==================== design 1
==> design_1/met4.png <==
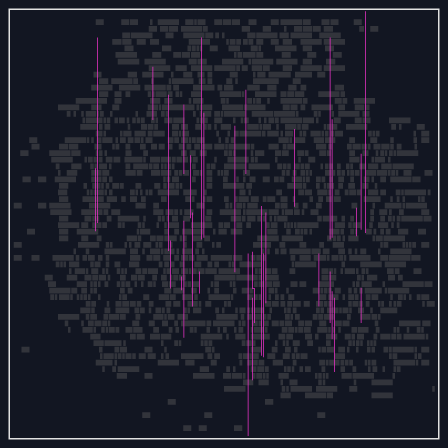

===== config.mk =====
export PLATFORM = sky130hd
export DESIGN_NAME = vec_operand_exec_flat
export DESIGN_NICKNAME = d
export VERILOG_FILES = /design/src/rtl/vec_operand_exec_if.sv /design/src/rtl/vec_operand_exec.sv /design/src/flat_wrapper.sv
export SDC_FILE = /design/constraint.sdc
export NUM_CORES = 1
export LEC_CHECK = 0
export CAP_MARGIN = 20
export CORE_UTILIZATION = 35
export CTS_BUF_LIST = sky130_fd_sc_hd__clkbuf_8
export DETAILED_ROUTE_END_ITERATION = 8
export GPL_ROUTABILITY_DRIVEN = 0
export SLEW_MARGIN = 20
export SYNTH_ARGS = -nofsm -noshare
export SYNTH_HDL_FRONTEND = slang
export SYNTH_SLANG_ARGS = --single-unit
export TNS_END_PERCENT = 1

===== constraint.sdc =====
create_clock -name clk -period 4.43 [get_ports clk]
set_input_delay 1.1075 -clock clk [delete_from_list [all_inputs] [get_ports clk]]
set_output_delay 1.1075 -clock clk [all_outputs]
set_load 0.02 [all_outputs]

===== src/rtl/vec_operand_exec_if.sv =====
// Issue / BRAM / writeback bundle for vec_operand_exec.
// master = issue, BRAM and writeback side; slave = the exec block itself.
interface vec_operand_exec_if #(
  parameter int LANES      = 4,
  parameter int ELEM_WIDTH = 8,
  parameter int ADDR_WIDTH = 5,
  parameter int OP_WIDTH   = 3
) ();
  logic                        latch_en;
  logic [OP_WIDTH-1:0]         op_in;
  logic [ADDR_WIDTH-1:0]       rd_in;
  logic [LANES*ELEM_WIDTH-1:0] rd_data;
  logic                        stall;
  logic                        out_valid;
  logic                        out_ready;
  logic [LANES*ELEM_WIDTH-1:0] out_data;
  logic [ADDR_WIDTH-1:0]       out_rd;
  logic [LANES-1:0]            out_sat;
  logic                        ovf_err;

  modport master (
    output latch_en, op_in, rd_in, rd_data, out_ready,
    input  stall, out_valid, out_data, out_rd, out_sat, ovf_err
  );

  modport slave (
    input  latch_en, op_in, rd_in, rd_data, out_ready,
    output stall, out_valid, out_data, out_rd, out_sat, ovf_err
  );
endinterface


===== src/rtl/vec_operand_exec.sv =====
// Collects rs1/rs2 from BRAM, runs a lane-wise vector ALU op, queues results in a 2-deep FIFO.
// Optional macro SAT_ARITH_EN: signed saturating ADD/SUB with per-lane clip flags on out_sat.
module vec_operand_exec #(
  parameter int LANES      = 4,
  parameter int ELEM_WIDTH = 8,
  parameter int ADDR_WIDTH = 5,
  parameter int OP_WIDTH   = 3
) (
  input  logic              clk,
  input  logic              rst,
  vec_operand_exec_if.slave bus
);

  localparam int VW  = LANES * ELEM_WIDTH;
  localparam int MSB = ELEM_WIDTH - 1;

  localparam logic [OP_WIDTH-1:0] OP_ADD   = OP_WIDTH'(0);
  localparam logic [OP_WIDTH-1:0] OP_SUB   = OP_WIDTH'(1);
  localparam logic [OP_WIDTH-1:0] OP_AND   = OP_WIDTH'(2);
  localparam logic [OP_WIDTH-1:0] OP_OR    = OP_WIDTH'(3);
  localparam logic [OP_WIDTH-1:0] OP_XOR   = OP_WIDTH'(4);
  localparam logic [OP_WIDTH-1:0] OP_MIN   = OP_WIDTH'(5);
  localparam logic [OP_WIDTH-1:0] OP_MAX   = OP_WIDTH'(6);
  localparam logic [OP_WIDTH-1:0] OP_PASSA = OP_WIDTH'(7);

  typedef enum logic [1:0] {
    PH_IDLE  = 2'd0,
    PH_GET_A = 2'd1,
    PH_GET_B = 2'd2
  } phase_e;

  phase_e                phase_q, phase_d;
  logic [OP_WIDTH-1:0]   op_q, op_d;
  logic [ADDR_WIDTH-1:0] rd_q, rd_d;
  logic [VW-1:0]         a_q, a_d;
  logic                  ovf_q, ovf_d;
  logic [VW-1:0]         mem_data_q [2];
  logic [VW-1:0]         mem_data_d [2];
  logic [ADDR_WIDTH-1:0] mem_rd_q [2];
  logic [ADDR_WIDTH-1:0] mem_rd_d [2];
  logic                  rptr_q, rptr_d;
  logic                  wptr_q, wptr_d;
  logic [1:0]            cnt_q, cnt_d;

  logic                  stall_s, accept_s, bad_strobe_s, push_s, pop_s;
  logic [VW-1:0]         wrap_s, res_s;

  function automatic logic [ELEM_WIDTH-1:0] lane_alu(input logic [OP_WIDTH-1:0]   op,
                                                     input logic [ELEM_WIDTH-1:0] a,
                                                     input logic [ELEM_WIDTH-1:0] b);
    logic [ELEM_WIDTH-1:0] r;
    case (op)
      OP_ADD:   r = a + b;
      OP_SUB:   r = a - b;
      OP_AND:   r = a & b;
      OP_OR:    r = a | b;
      OP_XOR:   r = a ^ b;
      OP_MIN:   r = ($signed(a) < $signed(b)) ? a : b;
      OP_MAX:   r = ($signed(a) > $signed(b)) ? a : b;
      OP_PASSA: r = a;
      default:  r = a;
    endcase
    return r;
  endfunction

`ifdef SAT_ARITH_EN
  localparam logic [ELEM_WIDTH-1:0] ELEM_MIN = {1'b1, {(ELEM_WIDTH-1){1'b0}}};
  localparam logic [ELEM_WIDTH-1:0] ELEM_MAX = {1'b0, {(ELEM_WIDTH-1){1'b1}}};

  logic [LANES-1:0] sat_s;
  logic [LANES-1:0] mem_sat_q [2];
  logic [LANES-1:0] mem_sat_d [2];

  // Signed overflow from sign bits of a, b and the wrapped result; clip direction follows a.
  function automatic logic lane_clip(input logic [OP_WIDTH-1:0] op,
                                     input logic sa, input logic sb, input logic sr);
    logic c;
    if (op == OP_ADD) begin
      c = (sa == sb) && (sr != sa);
    end else if (op == OP_SUB) begin
      c = (sa != sb) && (sr != sa);
    end else begin
      c = 1'b0;
    end
    return c;
  endfunction
`endif

  always_ff @(posedge clk or posedge rst) begin
    if (rst) begin
      phase_q <= PH_IDLE;
    end else begin
      phase_q <= phase_d;
    end
  end

  always_comb begin
    phase_d = phase_q;
    case (phase_q)
      PH_IDLE:  phase_d = accept_s ? PH_GET_A : PH_IDLE;
      PH_GET_A: phase_d = PH_GET_B;
      PH_GET_B: phase_d = accept_s ? PH_GET_A : PH_IDLE;
      default:  phase_d = PH_IDLE;
    endcase
  end

  // A strobe in GET_A would collide with the A read, so it is dropped like a stalled one.
  always_comb begin
    stall_s      = (3'(cnt_q) + 3'(phase_q != PH_IDLE)) >= 3'd2;
    accept_s     = 1'b0;
    bad_strobe_s = 1'b0;
    if (bus.latch_en) begin
      if (stall_s || (phase_q == PH_GET_A)) begin
        bad_strobe_s = 1'b1;
      end else begin
        accept_s = 1'b1;
      end
    end else begin
      accept_s = 1'b0;
    end
    push_s = (phase_q == PH_GET_B);
    pop_s  = (cnt_q != 2'd0) && bus.out_ready;
  end

  always_comb begin
    op_d  = accept_s ? bus.op_in : op_q;
    rd_d  = accept_s ? bus.rd_in : rd_q;
    a_d   = (phase_q == PH_GET_A) ? bus.rd_data : a_q;
    ovf_d = ovf_q | bad_strobe_s;
  end

  always_comb begin
    wrap_s = '0;
    res_s  = '0;
`ifdef SAT_ARITH_EN
    sat_s  = '0;
`endif
    for (int i = 0; i < LANES; i++) begin
      wrap_s[i*ELEM_WIDTH +: ELEM_WIDTH] = lane_alu(op_q, a_q[i*ELEM_WIDTH +: ELEM_WIDTH],
                                                    bus.rd_data[i*ELEM_WIDTH +: ELEM_WIDTH]);
`ifdef SAT_ARITH_EN
      sat_s[i] = lane_clip(op_q, a_q[i*ELEM_WIDTH + MSB], bus.rd_data[i*ELEM_WIDTH + MSB],
                           wrap_s[i*ELEM_WIDTH + MSB]);
      res_s[i*ELEM_WIDTH +: ELEM_WIDTH] = !sat_s[i] ? wrap_s[i*ELEM_WIDTH +: ELEM_WIDTH]
                                          : (a_q[i*ELEM_WIDTH + MSB] ? ELEM_MIN : ELEM_MAX);
`else
      res_s[i*ELEM_WIDTH +: ELEM_WIDTH] = wrap_s[i*ELEM_WIDTH +: ELEM_WIDTH];
`endif
    end
  end

  // Push always targets the non-head slot, so the head stays stable under back-pressure.
  always_comb begin
    mem_data_d = mem_data_q;
    mem_rd_d   = mem_rd_q;
`ifdef SAT_ARITH_EN
    mem_sat_d  = mem_sat_q;
`endif
    if (push_s) begin
      mem_data_d[wptr_q] = res_s;
      mem_rd_d[wptr_q]   = rd_q;
`ifdef SAT_ARITH_EN
      mem_sat_d[wptr_q]  = sat_s;
`endif
    end else begin
      mem_rd_d = mem_rd_q;
    end
    wptr_d = wptr_q ^ push_s;
    rptr_d = rptr_q ^ pop_s;
    case ({push_s, pop_s})
      2'b10:   cnt_d = cnt_q + 2'd1;
      2'b01:   cnt_d = cnt_q - 2'd1;
      default: cnt_d = cnt_q;
    endcase
  end

  always_ff @(posedge clk or posedge rst) begin
    if (rst) begin
      op_q   <= '0;
      rd_q   <= '0;
      a_q    <= '0;
      ovf_q  <= 1'b0;
      rptr_q <= 1'b0;
      wptr_q <= 1'b0;
      cnt_q  <= 2'd0;
      for (int i = 0; i < 2; i++) begin
        mem_data_q[i] <= '0;
        mem_rd_q[i]   <= '0;
`ifdef SAT_ARITH_EN
        mem_sat_q[i]  <= '0;
`endif
      end
    end else begin
      op_q       <= op_d;
      rd_q       <= rd_d;
      a_q        <= a_d;
      ovf_q      <= ovf_d;
      rptr_q     <= rptr_d;
      wptr_q     <= wptr_d;
      cnt_q      <= cnt_d;
      mem_data_q <= mem_data_d;
      mem_rd_q   <= mem_rd_d;
`ifdef SAT_ARITH_EN
      mem_sat_q  <= mem_sat_d;
`endif
    end
  end

  assign bus.stall     = stall_s;
  assign bus.out_valid = (cnt_q != 2'd0);
  assign bus.out_data  = mem_data_q[rptr_q];
  assign bus.out_rd    = mem_rd_q[rptr_q];
  assign bus.ovf_err   = ovf_q;
`ifdef SAT_ARITH_EN
  assign bus.out_sat   = mem_sat_q[rptr_q];
`else
  assign bus.out_sat   = '0;
`endif

endmodule


===== src/flat_wrapper.sv =====
// flat-port wrapper written by rule: the top's interface ports become plain ports
module vec_operand_exec_flat 
#(
  parameter int LANES      = 4,
  parameter int ELEM_WIDTH = 8,
  parameter int ADDR_WIDTH = 5,
  parameter int OP_WIDTH   = 3
)
  (clk, rst, bus_latch_en, bus_op_in, bus_rd_in, bus_rd_data, bus_out_ready, bus_stall, bus_out_valid, bus_out_data, bus_out_rd, bus_out_sat, bus_ovf_err);
  vec_operand_exec_if #(.LANES(LANES), .ELEM_WIDTH(ELEM_WIDTH), .ADDR_WIDTH(ADDR_WIDTH), .OP_WIDTH(OP_WIDTH)) bus_i ();
  input  logic clk;
  input  logic rst;
  input wire logic [$bits(bus_i.latch_en)-1:0] bus_latch_en;
  input wire logic [$bits(bus_i.op_in)-1:0] bus_op_in;
  input wire logic [$bits(bus_i.rd_in)-1:0] bus_rd_in;
  input wire logic [$bits(bus_i.rd_data)-1:0] bus_rd_data;
  input wire logic [$bits(bus_i.out_ready)-1:0] bus_out_ready;
  output wire logic [$bits(bus_i.stall)-1:0] bus_stall;
  output wire logic [$bits(bus_i.out_valid)-1:0] bus_out_valid;
  output wire logic [$bits(bus_i.out_data)-1:0] bus_out_data;
  output wire logic [$bits(bus_i.out_rd)-1:0] bus_out_rd;
  output wire logic [$bits(bus_i.out_sat)-1:0] bus_out_sat;
  output wire logic [$bits(bus_i.ovf_err)-1:0] bus_ovf_err;
  assign bus_i.latch_en = bus_latch_en;
  assign bus_i.op_in = bus_op_in;
  assign bus_i.rd_in = bus_rd_in;
  assign bus_i.rd_data = bus_rd_data;
  assign bus_i.out_ready = bus_out_ready;
  assign bus_stall = bus_i.stall;
  assign bus_out_valid = bus_i.out_valid;
  assign bus_out_data = bus_i.out_data;
  assign bus_out_rd = bus_i.out_rd;
  assign bus_out_sat = bus_i.out_sat;
  assign bus_ovf_err = bus_i.ovf_err;
  vec_operand_exec #(.LANES(LANES), .ELEM_WIDTH(ELEM_WIDTH), .ADDR_WIDTH(ADDR_WIDTH), .OP_WIDTH(OP_WIDTH)) u_core (.clk(clk), .rst(rst), .bus(bus_i));
endmodule

==================== design 2
===== src/rtl/wb_pkg.sv =====
// Shared constants, entry type and ring-index helpers for the write-back queue.
package wb_pkg;

    localparam int WB_DW    = 8;
    localparam int WB_AW    = 2;
    localparam int WB_DEPTH = 2;

    localparam int WB_MAXD  = 4;   // storage is always sized for the largest legal DEPTH
    localparam int WB_PW    = 2;
    localparam int WB_CW    = 3;

    typedef struct packed {
        logic [WB_AW-1:0] addr;
        logic [WB_DW-1:0] data;
    } wb_entry_t;

    function automatic logic [WB_PW-1:0] wb_ptr_inc(input logic [WB_PW-1:0] ptr,
                                                    input int depth);
        logic [WB_PW-1:0] nxt;
        if (int'(ptr) >= depth - 1) begin
            nxt = '0;
        end else begin
            nxt = ptr + 2'd1;
        end
        return nxt;
    endfunction

    function automatic logic [WB_PW-1:0] wb_slot(input logic [WB_PW-1:0] base,
                                                 input int offset,
                                                 input int depth);
        int s;
        s = int'(base) + offset;
        if (s >= depth) begin
            s = s - depth;
        end
        return WB_PW'(s);
    endfunction

endpackage


===== src/rtl/wb_fifo.sv =====
// Circular entry store for the write-back queue: pointers, occupancy and raw
// slot contents, exposed so the parent can search every buffered entry.
module wb_fifo
    import wb_pkg::*;
#(
    parameter int DEPTH = WB_DEPTH,
    parameter int DW    = WB_DW,
    parameter int AW    = WB_AW
) (
    input  logic             clk,
    input  logic             reset_n,
    input  logic             push_i,
    input  logic             pop_i,
    input  logic             flush_i,
    input  logic [AW-1:0]    push_addr_i,
    input  logic [DW-1:0]    push_data_i,
    output logic [AW-1:0]    head_addr_o,
    output logic [DW-1:0]    head_data_o,
    output logic [WB_CW-1:0] count_o,
    output logic [WB_PW-1:0] rd_ptr_o,
    output logic [AW-1:0]    mem_addr_o [WB_MAXD],
    output logic [DW-1:0]    mem_data_o [WB_MAXD]
);

    localparam logic [WB_CW-1:0] DEPTH_C = WB_CW'(DEPTH);

    logic [WB_PW-1:0] rd_ptr_q, rd_ptr_d;
    logic [WB_PW-1:0] wr_ptr_q, wr_ptr_d;
    logic [WB_CW-1:0] count_q, count_d;
    logic [AW-1:0]    addr_q [WB_MAXD];
    logic [DW-1:0]    data_q [WB_MAXD];
    logic             push_ok, pop_ok;

    // Guard locally so a misbehaving parent can never overrun or underrun.
    assign push_ok = push_i && !flush_i && (count_q < DEPTH_C);
    assign pop_ok  = pop_i  && !flush_i && (count_q != '0);

    always_comb begin
        rd_ptr_d = rd_ptr_q;
        wr_ptr_d = wr_ptr_q;
        count_d  = count_q;
        if (flush_i) begin
            rd_ptr_d = '0;
            wr_ptr_d = '0;
            count_d  = '0;
        end else begin
            if (push_ok) begin
                wr_ptr_d = wb_ptr_inc(wr_ptr_q, DEPTH);
            end
            if (pop_ok) begin
                rd_ptr_d = wb_ptr_inc(rd_ptr_q, DEPTH);
            end
            case ({push_ok, pop_ok})
                2'b10:   count_d = count_q + 3'd1;
                2'b01:   count_d = count_q - 3'd1;
                default: count_d = count_q;
            endcase
        end
    end

    always_ff @(posedge clk or negedge reset_n) begin
        if (!reset_n) begin
            rd_ptr_q <= '0;
            wr_ptr_q <= '0;
            count_q  <= '0;
        end else begin
            rd_ptr_q <= rd_ptr_d;
            wr_ptr_q <= wr_ptr_d;
            count_q  <= count_d;
        end
    end

    always_ff @(posedge clk or negedge reset_n) begin
        if (!reset_n) begin
            for (int i = 0; i < WB_MAXD; i++) begin
                addr_q[i] <= '0;
                data_q[i] <= '0;
            end
        end else if (push_ok) begin
            addr_q[wr_ptr_q] <= push_addr_i;
            data_q[wr_ptr_q] <= push_data_i;
        end
    end

    assign head_addr_o = addr_q[rd_ptr_q];
    assign head_data_o = data_q[rd_ptr_q];
    assign count_o     = count_q;
    assign rd_ptr_o    = rd_ptr_q;
    assign mem_addr_o  = addr_q;
    assign mem_data_o  = data_q;

endmodule


===== src/rtl/wb_queue.sv =====
// Write-back queue: buffers ALU/memory results ahead of the register-file write
// port and provides operand bypass plus a per-register pending scoreboard.
module wb_queue
    import wb_pkg::*;
#(
    parameter int DEPTH = WB_DEPTH,
    parameter int DW    = WB_DW,
    parameter int AW    = WB_AW
) (
    input  logic              clk,
    input  logic              reset_n,
    input  logic              in_valid,
    output logic              in_ready,
    input  logic [AW-1:0]     in_addr,
    input  logic [DW-1:0]     in_data,
    input  logic              wr_stall,
    input  logic              flush,
    output logic              wr_en,
    output logic [AW-1:0]     wr_addr,
    output logic [DW-1:0]     wr_data,
    input  logic [AW-1:0]     rd_addrA,
    input  logic [AW-1:0]     rd_addrB,
    output logic              bypA_hit,
    output logic              bypB_hit,
    output logic [DW-1:0]     bypA_data,
    output logic [DW-1:0]     bypB_data,
    output logic [2**AW-1:0]  pending,
    output logic [2:0]        count
);

    localparam logic [WB_CW-1:0] DEPTH_C = WB_CW'(DEPTH);

    logic [AW-1:0]    head_addr;
    logic [DW-1:0]    head_data;
    logic [WB_CW-1:0] fifo_count;
    logic [WB_PW-1:0] rd_ptr;
    logic [AW-1:0]    mem_addr [WB_MAXD];
    logic [DW-1:0]    mem_data [WB_MAXD];
    logic             push, not_empty;
    logic [WB_PW-1:0] slot;

    assign not_empty = (fifo_count != '0);
    // in_ready depends on stored occupancy only, so a full queue never passes through.
    assign in_ready  = (fifo_count < DEPTH_C);
    assign push      = in_valid && in_ready && !flush;
    assign wr_en     = not_empty && !wr_stall && !flush;
    assign wr_addr   = not_empty ? head_addr : '0;
    assign wr_data   = not_empty ? head_data : '0;
    assign count     = fifo_count;

    wb_fifo #(
        .DEPTH (DEPTH),
        .DW    (DW),
        .AW    (AW)
    ) u_fifo (
        .clk         (clk),
        .reset_n     (reset_n),
        .push_i      (push),
        .pop_i       (wr_en),
        .flush_i     (flush),
        .push_addr_i (in_addr),
        .push_data_i (in_data),
        .head_addr_o (head_addr),
        .head_data_o (head_data),
        .count_o     (fifo_count),
        .rd_ptr_o    (rd_ptr),
        .mem_addr_o  (mem_addr),
        .mem_data_o  (mem_data)
    );

    // Walk oldest to youngest so a later match overwrites an earlier one.
    always_comb begin
        bypA_hit  = 1'b0;
        bypB_hit  = 1'b0;
        bypA_data = '0;
        bypB_data = '0;
        pending   = '0;
        slot      = '0;
        for (int k = 0; k < DEPTH; k++) begin
            slot = wb_slot(rd_ptr, k, DEPTH);
            if (k < int'(fifo_count)) begin
                if (mem_addr[slot] == rd_addrA) begin
                    bypA_hit  = 1'b1;
                    bypA_data = mem_data[slot];
                end
                if (mem_addr[slot] == rd_addrB) begin
                    bypB_hit  = 1'b1;
                    bypB_data = mem_data[slot];
                end
                pending[mem_addr[slot]] = 1'b1;
            end
        end
    end

endmodule


===== config.mk =====
export PLATFORM = sky130hd
export DESIGN_NAME = wb_queue
export DESIGN_NICKNAME = d
export VERILOG_FILES = /design/src/rtl/wb_pkg.sv /design/src/rtl/wb_fifo.sv /design/src/rtl/wb_queue.sv
export SDC_FILE = /design/constraint.sdc
export NUM_CORES = 1
export LEC_CHECK = 0
export CAP_MARGIN = 5
export CORE_MARGIN = 5
export CORE_UTILIZATION = 45
export CTS_CLUSTER_DIAMETER = 30
export CTS_CLUSTER_SIZE = 14
export DETAILED_ROUTE_END_ITERATION = 16
export MAX_ROUTING_LAYER = met4
export PLACE_DENSITY_LB_ADDON = 0.3
export SYNTH_ARGS = -nofsm -noshare
export SYNTH_HDL_FRONTEND = slang
export SYNTH_SLANG_ARGS = --single-unit

===== constraint.sdc =====
create_clock -name clk -period 7.3 [get_ports clk]
set_input_delay 1.825 -clock clk [delete_from_list [all_inputs] [get_ports clk]]
set_output_delay 1.825 -clock clk [all_outputs]
set_load 0.02 [all_outputs]

==> design_1/cell_classes.png <==
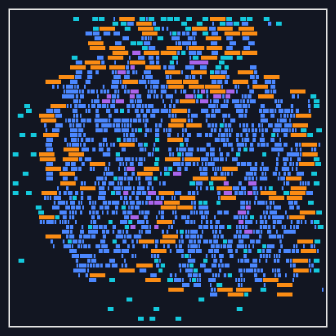
| colour | class | cells | share of their area |
|---|---|---|---|
| cyan | other buffers and delay cells | 141 | 11% |
| blue | all other logic | 1,128 | 61% |
| orange | flip-flops | 121 | 25% |
| purple | clock drivers and dummy loads | 32 | 3.2% |
fin area: 12,660 sq um
row cnt: 63
Seq/total area: 23.94%
core area: 30,030 sq um
Layout Utilization: 42.16%

About design_1/met4.png:
main direction: vertical
longest straight run: 91.8 um
share of all routed wire: 3.6%
Post-Route WL: 35.59 mm
vias after detailed routing: 10,091

==> flow_summary.toml, design 1 <==
# flow metrics
[final_timing]
rsz0062_at_grt = "no"
finalHoldViolations = 0
min_period_ps = 3947
whs_ps = 468.8
drv_slew = 0

[logic_synthesis]
avgSynthCellArea_sq_um = 8.133
synth_flops = 121
yosys.stat.seqShare_pct = 27.99

[cells_and_area]
final_cell_mix = "nand2_1 (142), inv_1 (129), dfrtp_1 (119)"
nNonClkInverters = 131
clock_buffers = 18
buffer_area_share_pct = 10.10
fin_nets = 1560
dominant_cells = "multi-input combinational cells"

[floorplanning]
dieArea_sq_um = 31610
pin_count = 88

[global_route]
antenna_found_initial = 2

[routing]
ant_nets = 0
first_pass_iters = 5

[worst_setup_path]
r2r-start = "u_core.op_q[1]$_DFFE_PP0P_"
cp_top_family = "simple AND/OR/NAND/NOR gates"
arrival_ps = 4250
start_kind = "input pin"

[placed_design]
port_buffers = 83
placedCellCount = 1780

[clock_tree]
cts_sinks = 121
htree_levels = 4

[status]
status = "finished clean"

[power]
p_sw_w = 0.005486
power_w = 0.01074
-- design 1: per-layer routing --
metal  GRT usage [%]  wire length [um]  vias to the layer above
met5               0                 0                        -
met4           9.722              1283                        0
met3           3.428              2136                       73
met2           37.26             16400                      353
met1           30.47             15770                     4828
li1                -                 -                     4837
-- design 1: logic make-up (layout without fill, tap and decap cells) --
| kind of cell | count (synthesis) | in the layout | synth area share (%) |
|---|---|---|---|
| adder cells (fa/ha/maj) | 107 | 107 | 12.93 |
| multiplexers | 75 | 75 | 7.530 |
| XOR/XNOR | 38 | 38 | 3.077 |
| other | 1 | 6 | 0.03467 |
| AND-OR/OR-AND | 419 | 419 | 25.33 |
| flip-flops | 121 | 121 | 27.99 |
| AND/OR/NAND/NOR | 354 | 354 | 15.33 |
| buffers and inverters | 215 | 304 | 7.773 |
-- design 1: state kept, by name (all words and copies together) (netlist names) --
signal / count
u_core.mem_rd_q: 10
u_core.mem_data_q: 64
u_core.bus.ovf_err: 1
u_core.a_q: 32
u_core.rd_q: 5
u_core.cnt_q: 2
u_core.op_q: 3
u_core.wptr_q: 1
u_core.rptr_q: 1
u_core.phase_q: 2
==> design_2/wire_density.png <==
19 x 19 tiles, from dark blue (low) to red (high), scaled to the fullest tile. Values are wire area over tile area, all layers added.
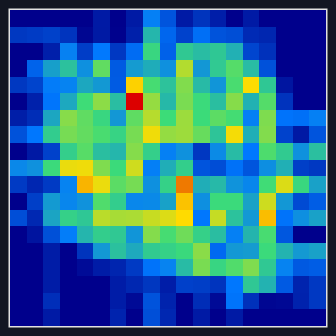
densest ninth of the die: middle
fullest tile: 0.48
mean over tiles: 0.14
nearly empty tiles: 19%
emptiest ninth of the die: bottom left
vias after detailed routing: 2,500
Post-Route WL: 7.867 mm
Total Routing Usage GR: 18.77%
DR WL/cell: 17.44 um

==> flow_summary.toml, design 2 <==
# flow metrics
[cells_and_area]
seq_area_sq_um = 1176
num-nonclk-buffers = 58
clock_buffers = 6
fill_cells = 619
fin_nets = 382

[final_timing]
period_used_pct = 84.44
min_period_ps = 6164
fin_ws_ps = 1136
finClkSkew_ps = 3.829
finalSetupViolCount = 0

[routing]
route.met3.wl_um = 361
first_pass_iters = 4
drc_errors = 0

[worst_setup_path]
crit_path_cell_trace = "buf_4 -> ha_1 -> mux4_2 -> xnor2_1 -> and3_1 -> nand2_1 -> o31ai_1 -> clkdlybuf4s50_1"
arrival_ps = 4340
rr_endpoint = "u_fifo.count_o[2]$_DFFE_PN0P_"
path_max_fanout = 26
rrSetupSlack_ps = 5150

[status]
status = "finished clean"

[power]
power_w = 0.001707
p_per_area_nw_per_um2 = 429.0

[worst_hold_path]
hp-start = "u_fifo.mem_data_o[23]$_DFFE_PN0P_"

[logic_synthesis]
yosys-mux-area-fraction_pct = 29.71

[clock_tree]
ctsResizeCount = 0
## design 2: synth_stat cells (6+ instances only)
cell	instances	area, sq um
ha_1	11	137.6
o21ai_0	9	45.04
nand2_1	70	262.8
xnor2_1	8	70.07
mux4_1	7	183.9
mux4_2	15	337.8
clkbuf_1	6	22.52
dfrtp_1	47	1176
nand3_1	11	55.05
o31ai_1	18	135.1
inv_1	6	22.52
nor2_1	8	30.03
nor2b_1	12	75.07
mux2_2	40	450.4
## design 2: power by group
part	switching, W	internal, W
Combinational	0.000533	0.000529
Clock	0.0000868	0.000101
Sequential	0.000106	0.000352
Total	0.000726	0.000981
## design 2: flip-flops by register name, indices dropped and copies added (netlist names)
name	flops
u_fifo.rd_ptr_o	2
u_fifo.wr_ptr_q	2
u_fifo.mem_addr_o	8
u_fifo.count_o	3
u_fifo.mem_data_o	32
## design 2: worst max-delay path, delay by kind of cell, from the launching register on
| family | cells | cell delay, ps |
|---|---|---|
| buffers and inverters | 2 | 1100 |
| DFF | 1 | 710 |
| and+or+nand+nor | 2 | 700 |
| muxes | 1 | 660 |
| adders and majority gates | 1 | 580 |
| xor gates and xnor gates | 1 | 150 |
| AOI/OAI and AO/OA | 1 | 120 |

==================== design 3
==> design_3/clock_map.png <==
Scale bar: 100 um.
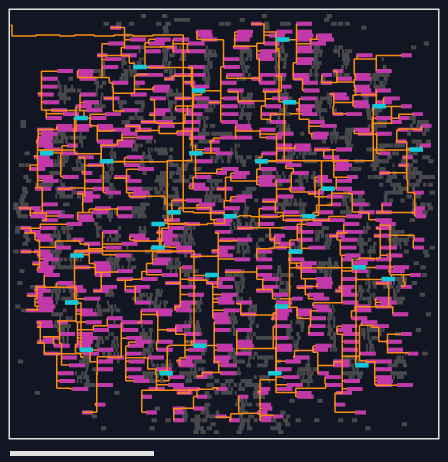

[src/rtl/lin_slave_frame_buf.sv]
// LIN slave frame buffer: writable response RAM with two independent
// burst-read channels (1..4 words per request), registered outputs.
module lin_slave_frame_buf #(
  parameter int DATA_W = 32,
  parameter int DEPTH  = 16,
  parameter int ADDR_W = 8
) (
  input  logic              clk,
  input  logic              reset,
  input  logic              wr_en,
  input  logic [ADDR_W-1:0] wr_addr,
  input  logic [DATA_W-1:0] wr_data,
  output logic              wr_err,
  input  logic              rd_req_a,
  input  logic [ADDR_W-1:0] rd_addr_a,
  input  logic [1:0]        rd_len_a,
  output logic              busy_a,
  output logic [DATA_W-1:0] rd_data_a,
  output logic              rd_valid_a,
  output logic              rd_last_a,
  output logic              rd_err_a,
  input  logic              rd_req_b,
  input  logic [ADDR_W-1:0] rd_addr_b,
  input  logic [1:0]        rd_len_b,
  output logic              busy_b,
  output logic [DATA_W-1:0] rd_data_b,
  output logic              rd_valid_b,
  output logic              rd_last_b,
  output logic              rd_err_b
);

  localparam int IDX_W = (DEPTH > 1) ? $clog2(DEPTH) : 1;
  // One extra bit so beat addresses past 2**ADDR_W-1 compare as out of range.
  localparam logic [ADDR_W:0] LIMIT = (ADDR_W+1)'(DEPTH);

  typedef enum logic {IDLE, BURST} state_t;

  logic [DATA_W-1:0] mem [DEPTH];

  logic              req  [2];
  logic [ADDR_W-1:0] addr [2];
  logic [1:0]        len  [2];

  assign req[0]  = rd_req_a;
  assign req[1]  = rd_req_b;
  assign addr[0] = rd_addr_a;
  assign addr[1] = rd_addr_b;
  assign len[0]  = rd_len_a;
  assign len[1]  = rd_len_b;

  always_ff @(posedge clk) begin
    if (wr_en && ({1'b0, wr_addr} < LIMIT))
      mem[wr_addr[IDX_W-1:0]] <= wr_data;
  end

  always_ff @(posedge clk) begin
    if (reset)
      wr_err <= 1'b0;
    else
      wr_err <= wr_en && ({1'b0, wr_addr} >= LIMIT);
  end

  for (genvar c = 0; c < 2; c++) begin : g_ch
    state_t            state;
    logic [ADDR_W:0]   cur;
    logic [1:0]        remain;
    logic [ADDR_W:0]   beat_addr;
    logic              beat_bad;
    logic              beat_final;
    logic              busy;
    logic [DATA_W-1:0] data;
    logic              valid;
    logic              last;
    logic              err;

    // The request cycle itself issues the first beat, giving one-cycle latency;
    // BURST only covers the beats that follow it.
    always_comb begin
      beat_addr  = (state == IDLE) ? {1'b0, addr[c]} : cur;
      beat_bad   = (beat_addr >= LIMIT);
      beat_final = (state == IDLE) ? (len[c] == 2'd0) : (remain == 2'd0);
    end

    always_ff @(posedge clk) begin
      if (reset) begin
        state  <= IDLE;
        cur    <= '0;
        remain <= '0;
        busy   <= 1'b0;
        data   <= '0;
        valid  <= 1'b0;
        last   <= 1'b0;
        err    <= 1'b0;
      end else if (state == BURST || req[c]) begin
        valid <= 1'b1;
        err   <= beat_bad;
        last  <= beat_bad || beat_final;
        data  <= beat_bad ? '0 : mem[beat_addr[IDX_W-1:0]];
        if (beat_bad || beat_final) begin
          state  <= IDLE;
          busy   <= 1'b0;
          cur    <= '0;
          remain <= '0;
        end else begin
          state  <= BURST;
          busy   <= 1'b1;
          cur    <= beat_addr + (ADDR_W+1)'(1);
          remain <= (state == IDLE) ? (len[c] - 2'd1) : (remain - 2'd1);
        end
      end else begin
        busy  <= 1'b0;
        data  <= '0;
        valid <= 1'b0;
        last  <= 1'b0;
        err   <= 1'b0;
      end
    end
  end

  assign busy_a     = g_ch[0].busy;
  assign rd_data_a  = g_ch[0].data;
  assign rd_valid_a = g_ch[0].valid;
  assign rd_last_a  = g_ch[0].last;
  assign rd_err_a   = g_ch[0].err;
  assign busy_b     = g_ch[1].busy;
  assign rd_data_b  = g_ch[1].data;
  assign rd_valid_b = g_ch[1].valid;
  assign rd_last_b  = g_ch[1].last;
  assign rd_err_b   = g_ch[1].err;

endmodule

[config.mk]
export PLATFORM = sky130hd
export DESIGN_NAME = lin_slave_frame_buf
export DESIGN_NICKNAME = d
export VERILOG_FILES = /design/src/rtl/lin_slave_frame_buf.sv
export SDC_FILE = /design/constraint.sdc
export NUM_CORES = 1
export LEC_CHECK = 0
export CAP_MARGIN = 20
export CORE_MARGIN = 2
export CORE_UTILIZATION = 31
export CTS_CLUSTER_DIAMETER = 100
export CTS_CLUSTER_SIZE = 30
export DETAILED_ROUTE_END_ITERATION = 8
export PLACE_DENSITY_LB_ADDON = 0.1
export SETUP_SLACK_MARGIN = 0.05
export SYNTH_ARGS = -nofsm -noshare
export SYNTH_HDL_FRONTEND = slang
export SYNTH_SLANG_ARGS = --single-unit
[constraint.sdc]
create_clock -name clk -period 4.2 [get_ports clk]
set_input_delay 0.42 -clock clk [delete_from_list [all_inputs] [get_ports clk]]
set_output_delay 0.42 -clock clk [all_outputs]
set_load 0.01 [all_outputs]
==================== design 4
`config.mk`:
```
export PLATFORM = sky130hd
export DESIGN_NAME = fetch_stage
export DESIGN_NICKNAME = d
export VERILOG_FILES = /design/src/rtl/fetch_pkg.sv /design/src/rtl/fetch_latch.sv /design/src/rtl/fetch_stage.sv
export SDC_FILE = /design/constraint.sdc
export NUM_CORES = 1
export LEC_CHECK = 0
export CAP_MARGIN = 10
export CORE_MARGIN = 8
export CORE_UTILIZATION = 59
export CTS_CLUSTER_SIZE = 40
export DETAILED_ROUTE_END_ITERATION = 6
export PLACE_DENSITY_LB_ADDON = 0.12
export SLEW_MARGIN = 0
export SYNTH_ARGS = -nofsm -noshare
export SYNTH_HDL_FRONTEND = slang
export SYNTH_SLANG_ARGS = --single-unit
```
`constraint.sdc`:
```
create_clock -name clk -period 6.1 [get_ports clk]
set_input_delay 0.61 -clock clk [delete_from_list [all_inputs] [get_ports clk]]
set_output_delay 0.61 -clock clk [all_outputs]
set_load 0.02 [all_outputs]
```
`src/rtl/fetch_pkg.sv`:
```
// Shared pipeline definitions for the fetch stage and its IF/ID latch.
package fetch_pkg;

  localparam int PC_WIDTH    = 32;
  localparam int INSTR_WIDTH = 32;

  localparam logic [PC_WIDTH-1:0]    PC_INCR = 32'd4;
  localparam logic [INSTR_WIDTH-1:0] NOP_ENC = 32'h0000_0000;

  typedef enum logic [1:0] {
    ISSUE = 2'd0,
    WAIT  = 2'd1,
    HOLD  = 2'd2
  } fetch_state_e;

  function automatic logic [PC_WIDTH-1:0] word_align(input logic [PC_WIDTH-1:0] addr);
    return {addr[PC_WIDTH-1:2], 2'b00};
  endfunction

endpackage

```
`src/rtl/fetch_latch.sv`:
```
// IF/ID pipeline register: flush beats load; with neither it holds its contents.
module fetch_latch
  import fetch_pkg::*;
#(
  parameter logic [INSTR_WIDTH-1:0] NOP_INSTR = NOP_ENC
) (
  input  logic                   clk,
  input  logic                   rst_n,
  input  logic                   flush,
  input  logic                   load,
  input  logic [INSTR_WIDTH-1:0] load_instr,
  input  logic [PC_WIDTH-1:0]    load_pc,
  output logic [INSTR_WIDTH-1:0] instruction_out,
  output logic [PC_WIDTH-1:0]    pc_out,
  output logic                   valid_out
);

  always_ff @(posedge clk or negedge rst_n) begin
    if (!rst_n) begin
      instruction_out <= NOP_INSTR;
      pc_out          <= '0;
      valid_out       <= 1'b0;
    end else if (flush) begin
      instruction_out <= NOP_INSTR;
      pc_out          <= '0;
      valid_out       <= 1'b0;
    end else if (load) begin
      instruction_out <= load_instr;
      pc_out          <= load_pc;
      valid_out       <= 1'b1;
    end
  end

endmodule

```
`src/rtl/fetch_stage.sv`:
```
// Instruction fetch: PC, single-outstanding imem requests, redirects, decode stall.
// Optional macro FETCH_PERF_CNT_EN adds fetch_count / stall_count outputs.
module fetch_stage
  import fetch_pkg::*;
#(
  parameter logic [PC_WIDTH-1:0]    RESET_PC  = 32'h0000_0000,
  parameter logic [INSTR_WIDTH-1:0] NOP_INSTR = NOP_ENC
) (
  input  logic                   clk,
  input  logic                   rst_n,
  input  logic                   stall,
  input  logic                   br_taken,
  input  logic [PC_WIDTH-1:0]    br_target,
  output logic                   imem_req,
  output logic [PC_WIDTH-1:0]    imem_addr,
  input  logic [INSTR_WIDTH-1:0] imem_rdata,
  input  logic                   imem_valid,
  output logic [INSTR_WIDTH-1:0] instruction_out,
  output logic [PC_WIDTH-1:0]    pc_out,
  output logic                   valid_out,
`ifdef FETCH_PERF_CNT_EN
  output logic [31:0]            fetch_count,
  output logic [31:0]            stall_count,
`endif
  output fetch_state_e           dbg_state
);

  // Handshake: imem_req with imem_addr stays asserted and stable until a cycle
  // with imem_valid=1, which completes it; at most one request is outstanding.

  fetch_state_e           state, state_n;
  logic [PC_WIDTH-1:0]    pc_reg, pc_n;
  logic [PC_WIDTH-1:0]    req_addr, req_n;
  logic                   kill, kill_n;
  logic [INSTR_WIDTH-1:0] hold_instr, hold_instr_n;
  logic [PC_WIDTH-1:0]    hold_pc, hold_pc_n;
  logic                   lat_load, lat_flush, fetch_hit;
  logic [INSTR_WIDTH-1:0] lat_instr;
  logic [PC_WIDTH-1:0]    lat_pc;
  logic [PC_WIDTH-1:0]    req_inc, br_tgt;

  assign req_inc   = req_addr + PC_INCR;
  assign br_tgt    = word_align(br_target);
  assign imem_req  = (state == WAIT);
  assign imem_addr = req_addr;
  assign dbg_state = state;

  always_ff @(posedge clk or negedge rst_n) begin
    if (!rst_n) begin
      state      <= ISSUE;
      pc_reg     <= RESET_PC;
      req_addr   <= RESET_PC;
      kill       <= 1'b0;
      hold_instr <= NOP_INSTR;
      hold_pc    <= '0;
    end else begin
      state      <= state_n;
      pc_reg     <= pc_n;
      req_addr   <= req_n;
      kill       <= kill_n;
      hold_instr <= hold_instr_n;
      hold_pc    <= hold_pc_n;
    end
  end

  always_comb begin
    state_n      = state;
    pc_n         = pc_reg;
    req_n        = req_addr;
    kill_n       = kill;
    hold_instr_n = hold_instr;
    hold_pc_n    = hold_pc;
    lat_load     = 1'b0;
    lat_instr    = imem_rdata;
    lat_pc       = req_inc;
    fetch_hit    = 1'b0;
    unique case (state)
      ISSUE: begin
        pc_n    = br_taken ? br_tgt : pc_reg;
        req_n   = br_taken ? br_tgt : pc_reg;
        state_n = WAIT;
      end
      WAIT: begin
        if (br_taken) begin
          pc_n = br_tgt;
          // Without a response the address must stay put; the late answer is killed.
          if (imem_valid) begin
            req_n  = br_tgt;
            kill_n = 1'b0;
          end else begin
            kill_n = 1'b1;
          end
        end else if (imem_valid) begin
          if (kill) begin
            kill_n = 1'b0;
            req_n  = pc_reg;
          end else begin
            fetch_hit = 1'b1;
            pc_n      = req_inc;
            if (stall) begin
              hold_instr_n = imem_rdata;
              hold_pc_n    = req_inc;
              state_n      = HOLD;
            end else begin
              lat_load = 1'b1;
              req_n    = req_inc;
            end
          end
        end
      end
      HOLD: begin
        if (br_taken) begin
          pc_n    = br_tgt;
          req_n   = br_tgt;
          state_n = WAIT;
        end else if (!stall) begin
          lat_load  = 1'b1;
          lat_instr = hold_instr;
          lat_pc    = hold_pc;
          req_n     = hold_pc;
          state_n   = WAIT;
        end
      end
      default: state_n = ISSUE;
    endcase
  end

  // Decode consumes every unstalled cycle, so an empty unstalled cycle is a bubble.
  assign lat_flush = br_taken || (!stall && !lat_load);

  fetch_latch #(.NOP_INSTR(NOP_INSTR)) u_latch (
    .clk             (clk),
    .rst_n           (rst_n),
    .flush           (lat_flush),
    .load            (lat_load),
    .load_instr      (lat_instr),
    .load_pc         (lat_pc),
    .instruction_out (instruction_out),
    .pc_out          (pc_out),
    .valid_out       (valid_out)
  );

`ifdef FETCH_PERF_CNT_EN
  always_ff @(posedge clk or negedge rst_n) begin
    if (!rst_n) begin
      fetch_count <= '0;
      stall_count <= '0;
    end else begin
      if (fetch_hit)          fetch_count <= fetch_count + 32'd1;
      if (stall && valid_out) stall_count <= stall_count + 32'd1;
    end
  end
`endif

endmodule
```
==> design_4/wire_density.png <==
30 x 30 tiles, from dark blue (low) to red (high), scaled to the fullest tile. Values are wire area over tile area, all layers added.
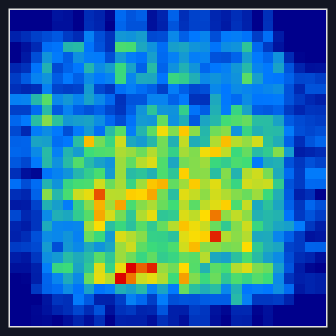
fullest tile: 0.82
nearly empty tiles: 8.2%
densest ninth of the die: middle
mean over tiles: 0.26
tiles over half the peak: 22%
vias after detailed routing: 9,927
Post-Route WL: 33.53 mm
Total Routing Usage GR: 30.22%
DR WL/cell: 21.86 um

==> flow_summary.toml, design 4 <==
# flow metrics
[power]
power_w = 0.006216
p_per_area_nw_per_um2 = 483.3
vdd_drop_max_mv = 0.5808

[logic_synthesis]
synth_top_area_share_pct = 46.74
simple_gate_share_pct = 17.85
compound_area_share_pct = 22.51
ff_type = "dfrtp_1"

[floorplanning]
die_w_um = 149.4
initCoreUtil_pct = 60.46
rows = 48

[worst_setup_path]
r2r-start = "dbg_state[1]$_DFFE_PN0P_"
arrival_ps = 4100
startpoint = "dbg_state[1]$_DFFE_PN0P_"

[cells_and_area]
fin_nets = 1371
lay_top_count = "nand2_1"
fill_cells = 1283

[global_route]
grt_pass1_wl_mm = 53.13
gr-total-overflow = 0
grt_pass1_vias = 9594

[routing]
drc_errors = 2
first_iter_violations = 1196

[final_timing]
tns_ps = 0

[status]
violations = "design-rule violations"
status = "finished, violations left"
[design 4: routing by layer]
| metal | GRT usage, % | vias to the layer above | share of wire (%) | routed length (um) |
|---|---|---|---|---|
| li1 | - | 4487 | - | - |
| met1 | 41.73 | 4722 | 41 | 13620 |
| met2 | 45.38 | 657 | 45 | 15180 |
| met3 | 7.646 | 59 | 12 | 4058 |
| met4 | 10.40 | 2 | 2.0 | 660 |
| met5 | 0 | - | 0.039 | 13 |
[design 4: synth_stat cells (all sizes together) (10+ instances only)]
library cell and instances:
nand2 248, dfrtp 196, o21ai 160, clkbuf 66
a21oi 51, mux2i 51, a22oi 50, nor2 31
buf 21, inv 21, xnor2 21, nand4 19
nand2b 18, nand3 17, nor3 17, o22ai 16
o211ai 13, nor2b 12, a211oi 11, nor4 11
a22o 10, mux2 10
[design 4: where the power goes]
group          leakage (nW)  switching (W)  internal (W)  total (W)
clock network         0.290       0.000559      0.000584    0.00114
logic                  2.49        0.00176       0.00111    0.00287
registers              2.55       0.000472       0.00173    0.00220
[design 4: layout make-up]
cell class,instances,share of cell area (%)
multi-input combinational,876,40.46
sequential,196,38.14
timing repair buffer,185,14.00
clock buffer,17,3.308
tap,225,2.189
clock inverter,14,1.294
inverter,21,0.6129
==> design_3/final_clocks.png <==
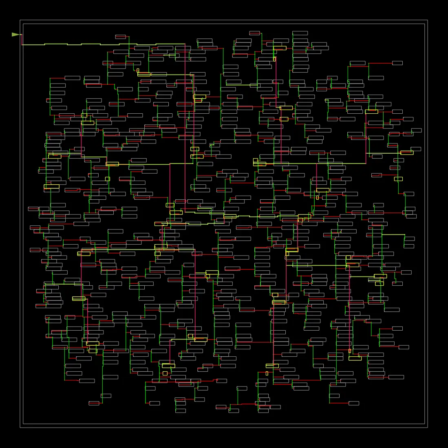
CLK BUF: 34
Num Clock Sinks: 609
registers: 609

Notes on design_3/clock_map.png above:
[magenta] flip-flops | count: 609
[orange] clock wires | length: 7,330 um
[cyan] cells driving clock nets | count: 29
flops lie: spread over the die
routed clock nets: 30
Max Clock Skew: 37.29 ps
worst-skew pair later-pin latency: 650 ps

==> flow_summary.toml, design 3 <==
# flow metrics
[power]
p_comb_w = 0.000975
p_int_w = 0.008338
leakage_nw = 10.22

[cells_and_area]
fin_util_pct = 35.96
layout-drive-gt1-share_pct = 9.738
antennaDiodeCount = 0

[routing]
vias = 18772
drc_errors = 0

[clock_tree]
clkSlewWorstSetupHoldPaths_ps = 120
cts_tree = "built"

[logic_synthesis]
syn_area_sq_um = 26530
yosysMostFrequentCell = "nand2_1"
top_cells_by_count = "nand2_1 (749), edfxtp_1 (512), nand3_1 (323), dfxtp_1 (97), nand4_1 (97)"
ys_cells = 2259
yosys_warnings = 0
yosysTopAreaCell = "edfxtp_1"

[global_route]
grt_pass1_wl_mm = 130.4
grt_pass1_vias = 18669
grt_start_max_net_pins = 130

[worst_hold_path]
hold_end = "g_ch[1].remain[1]$_SDFFE_PP0N_"

[final_timing]
relSlewSlack_pct = 35.08

[worst_setup_path]
arrival_ps = 3450

[floorplanning]
core_area_sq_um = 85010
initCoreUtil_pct = 31.20
die_height_um = 296.5

[placed_design]
placed_area_sq_um = 29590
placedCellCount = 3453

[status]
status = "finished clean"
==> design 3: metal layers <==
layer	part of all wire, %	vias to the layer above	track usage (%)
li1	-	8424	-
met1	45	9490	29.00
met2	47	732	34.23
met3	6.2	124	2.548
met4	1.8	2	3.868
met5	0.011	-	0
==> design 3: flip-flops by register name, indices dropped and copies added, names as in the netlist, 2 cells and up <==
| signal | flops |
|---|---|
| g_ch.remain | 4 |
| rd_data_b | 32 |
| mem | 512 |
| g_ch.cur | 18 |
| g_ch.state | 2 |
| rd_data_a | 32 |
==> design 3: area by class of cell <==
type                       instances  area (sq um)
clock buffer                      34         754.5
clock inverter                    19         231.5
fill                            8155         54440
inverter                           9         41.29
multi-input combinational       1483          8658
sequential                       609         17320
tap                             1144          1431
timing repair buffer             208          2140
==> design 3: critical path, cell delays in order, from the launching register on <==
cell     delay [ps]
dfxtp_1         970
mux2i_4         470
inv_4           200
nor2_4          160
buf_12          430
nand3_1         140
nand4_1         240
o22ai_1         150
==> design 3: cells by family after synthesis <==
group	share of synthesized area, %
AOI/OAI and AO/OA	3.759
buffers and inverters	3.014
xor gates and xnor gates	0.1981
DFF	65.28
muxes	7.207
and+or+nand+nor	20.35
adders and majority gates	0.1887

==================== design 5
--- src/rtl/music_box_state_sequencer.sv ---
// music_box_state_sequencer: owns currentState for the music box and grants
// one request at a time. It waits for completion, abort or watchdog timeout.
// Ports:
//   clock_50Mhz, reset     : clock and synchronous active-high reset
//   requestButtons         : level requests; bit i selects state i+1
//   abortButton            : level abort of the running state
//   stateComplete          : completion levels from the state modules
//   currentState           : active state, 0 = DoNothing
//   busy                   : high while in RUN
//   timeoutFlag            : sticky; set when RUN ended by watchdog
//   debugString            : {fsm[1:0], timeoutFlag, watchdog[28:0]}
module music_box_state_sequencer #(
    parameter int NUM_STATES     = 4,
    parameter int TIMEOUT_CYCLES = 300_000_000
) (
    input  logic                  clock_50Mhz,
    input  logic                  reset,
    input  logic [NUM_STATES-1:0] requestButtons,
    input  logic                  abortButton,
    input  logic [NUM_STATES-1:0] stateComplete,
    output logic [4:0]            currentState,
    output logic                  busy,
    output logic                  timeoutFlag,
    output logic [31:0]           debugString
);

    localparam logic [1:0] S_IDLE = 2'd0;
    localparam logic [1:0] S_RUN  = 2'd1;
    localparam logic [1:0] S_HOLD = 2'd2;

    localparam logic [28:0] WD_MAX = 29'(TIMEOUT_CYCLES - 1);

    logic [1:0]            r_fsm;
    logic [4:0]            r_cur;
    logic                  r_busy;
    logic                  r_tflag;
    logic [28:0]           r_wd;
    logic [NUM_STATES-1:0] r_scPrev;

    logic                  w_reqHit;
    logic [4:0]            w_reqIdx;
    logic                  w_compEdge;
    logic                  w_wdDone;

    // Lowest set request index wins; scan high to low so the last hit sticks.
    always_comb begin
        w_reqHit = 1'b0;
        w_reqIdx = 5'd0;
        for (int i = NUM_STATES - 1; i >= 0; i--) begin
            if (requestButtons[i]) begin
                w_reqHit = 1'b1;
                w_reqIdx = 5'(i + 1);
            end
        end
    end

    // Only the selected module's rising edge counts as completion.
    always_comb begin
        w_compEdge = 1'b0;
        for (int i = 0; i < NUM_STATES; i++) begin
            if (r_cur == 5'(i + 1)) begin
                w_compEdge = stateComplete[i] & ~r_scPrev[i];
            end
        end
    end

    assign w_wdDone = (r_wd == WD_MAX);

    always_ff @(posedge clock_50Mhz) begin
        if (reset) begin
            r_fsm    <= S_IDLE;
            r_cur    <= 5'd0;
            r_busy   <= 1'b0;
            r_tflag  <= 1'b0;
            r_wd     <= 29'd0;
            r_scPrev <= '0;
        end else begin
            r_scPrev <= stateComplete;
            case (r_fsm)
                S_IDLE: begin
                    r_cur <= 5'd0;
                    if (!abortButton && w_reqHit) begin
                        r_fsm   <= S_RUN;
                        r_busy  <= 1'b1;
                        r_cur   <= w_reqIdx;
                        r_wd    <= 29'd0;
                        r_tflag <= 1'b0;
                    end
                end
                S_RUN: begin
                    if (!w_wdDone) begin
                        r_wd <= r_wd + 29'd1;
                    end
                    if (w_compEdge || abortButton || w_wdDone) begin
                        r_fsm  <= S_HOLD;
                        r_busy <= 1'b0;
                        r_cur  <= 5'd0;
                        // Timeout is flagged only when nothing else ended RUN.
                        if (!w_compEdge && !abortButton) begin
                            r_tflag <= 1'b1;
                        end
                    end
                end
                S_HOLD: begin
                    r_cur <= 5'd0;
                    // Wait for full release so a held button cannot retrigger.
                    if (requestButtons == '0 && !abortButton) begin
                        r_fsm <= S_IDLE;
                    end
                end
                default: begin
                    r_fsm  <= S_IDLE;
                    r_busy <= 1'b0;
                    r_cur  <= 5'd0;
                end
            endcase
        end
    end

    assign currentState = r_cur;
    assign busy         = r_busy;
    assign timeoutFlag  = r_tflag;
    assign debugString  = {r_fsm, r_tflag, r_wd};

endmodule

--- config.mk ---
export PLATFORM = sky130hd
export DESIGN_NAME = music_box_state_sequencer
export DESIGN_NICKNAME = d
export VERILOG_FILES = /design/src/rtl/music_box_state_sequencer.sv
export SDC_FILE = /design/constraint.sdc
export NUM_CORES = 1
export LEC_CHECK = 0
export ABC_CLOCK_PERIOD_IN_PS = 2500
export CORE_MARGIN = 1.5
export CORE_UTILIZATION = 40
export DETAILED_ROUTE_END_ITERATION = 8
export GPL_TIMING_DRIVEN = 0
export PLACE_DENSITY = 0.74
export SYNTH_ARGS = -nofsm -noshare
export SYNTH_HDL_FRONTEND = slang
export SYNTH_SLANG_ARGS = --single-unit
--- constraint.sdc ---
create_clock -name clock_50Mhz -period 2.5 [get_ports clock_50Mhz]
set_input_delay 0.5 -clock clock_50Mhz [delete_from_list [all_inputs] [get_ports clock_50Mhz]]
set_output_delay 0.5 -clock clock_50Mhz [all_outputs]
set_load 0.005 [all_outputs]
==> design_5/clock_map.png <==
Scale bar: 20 um.
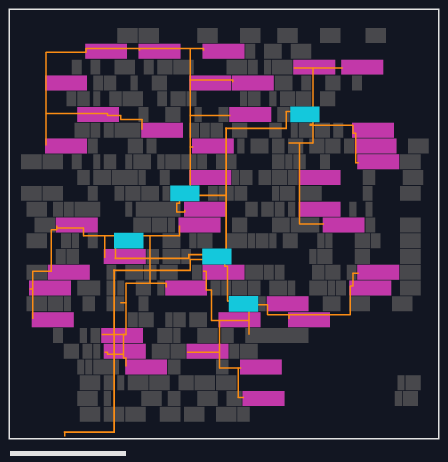
[magenta] flip-flops | count: 40
[cyan] cells driving clock nets | count: 5
[orange] clock wires | length: 464 um
routed clock nets: 6
worst-skew pair later-pin latency: 290 ps
Clk power: 0.000522 W
clock network power share: 39.6%

==> design_5/wire_density.png <==
15 x 15 tiles, from dark blue (low) to red (high), scaled to the fullest tile. Values are wire area over tile area, all layers added.
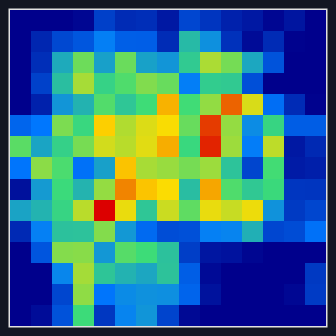
nearly empty tiles: 19%
tiles over half the peak: 27%
mean over tiles: 0.15
densest ninth of the die: middle
fullest tile: 0.47
DR WL/cell: 13.75 um
Post-Route WL: 5.005 mm

## kinds of logic (layout without fill, tap and decap cells)
family / after synthesis / in the layout
AND/OR/NAND/NOR: 110 / 110
AND-OR/OR-AND: 60 / 60
flip-flops: 40 / 40
buffers and inverters: 22 / 77
XOR/XNOR: 7 / 7
adder cells (fa/ha/maj): 1 / 1
other: 1 / 2
## worst min-delay path, stage by stage (launching register included)
cell	delay (ps)
dfxtp_1	320
nor2_1	100
a211oi_1	50
## power by group
part | leakage [nW] | switching (W) | total [W] | internal [W]
registers | 0.324 | 0.0000124 | 0.000661 | 0.000649
logic | 0.455 | 0.0000731 | 0.000136 | 0.0000631
clock network | 0.0541 | 0.000227 | 0.000522 | 0.000295
total | 0.833 | 0.000312 | 0.00132 | 0.00101
## final cells by class
type | count | area [sq um] | share of cell area (%)
buffer | 12 | 70.07 | 2.587
clock buffer | 5 | 68.82 | 2.540
clock inverter | 3 | 42.54 | 1.570
inverter | 8 | 30.03 | 1.109
multi-input combinational | 180 | 1127 | 41.62
sequential | 40 | 800.8 | 29.56
tap | 67 | 83.83 | 3.095
timing repair buffer | 49 | 485.5 | 17.92
==> flow_summary.toml <==
# flow metrics
[clock_tree]
clkSlewWorstSetupHoldPaths_ps = 80
postCtsSetupBuffers = 0
root_buffer = "clkbuf_8"

[final_timing]
period_used_pct = 94.02
drv_slew = 0
whs_ps = 507.2

[logic_synthesis]
yosysTopAreaCell = "dfxtp_1"
yosysMostFrequentCell = "dfxtp_1"
compound_area_share_pct = 18.49
top_cells_by_area = "dfxtp_1 (40%), a21oi_1 (7.0%), o31ai_1 (5.2%)"
edf_count = 0

[global_route]
grt_util_met2_pct = 30.43
grt_use_met1_pct = 27.09
grt_pass1_vias = 1768
grtUsageTotal_pct = 19.53
grt-busiest-layer = "met2"

[cells_and_area]
layout-drive-gt1-share_pct = 11.45
fill_cells = 440

[worst_setup_path]
crit_type = "flip-flop to flip-flop"
start_kind = "flip-flop"
slowest_delay_ps = 590
ff2ff_path_depth = 7
cp_slowest_cell = "or4_1"
crit_path_frequent_cell = "buf_2"

[routing]
drt-met1-wl_mm = 2.465

[floorplanning]
dieArea_sq_um = 5441

[status]
status = "finished clean"


## Gallery

Clock network drawn from the DEF.
(a)
Scale bar: 50 um.
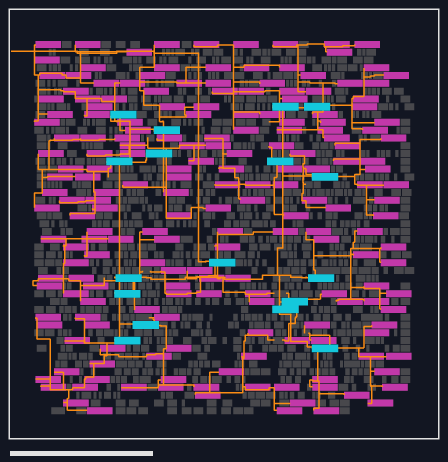
(b)
Scale bar: 50 um.
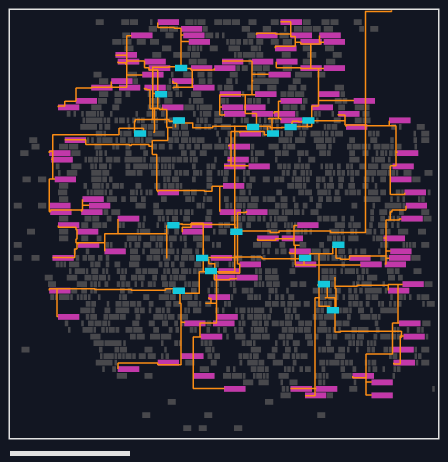
(c)
Scale bar: 20 um.
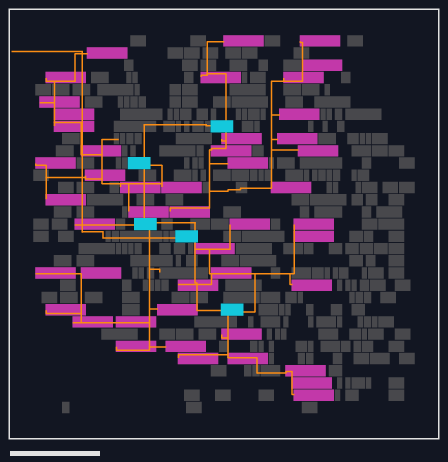
- smallest die: (c)
Design 4 is (a).
Design 2 is (c).
Design 1 is (b).

Key to (a):
[orange] clock wires | length: 2,360 um
[magenta] flip-flops | count: 196
[cyan] cells driving clock nets | count: 17
flops lie: spread over the die

No activity file was given, so power comes from the tool's default toggle rates.
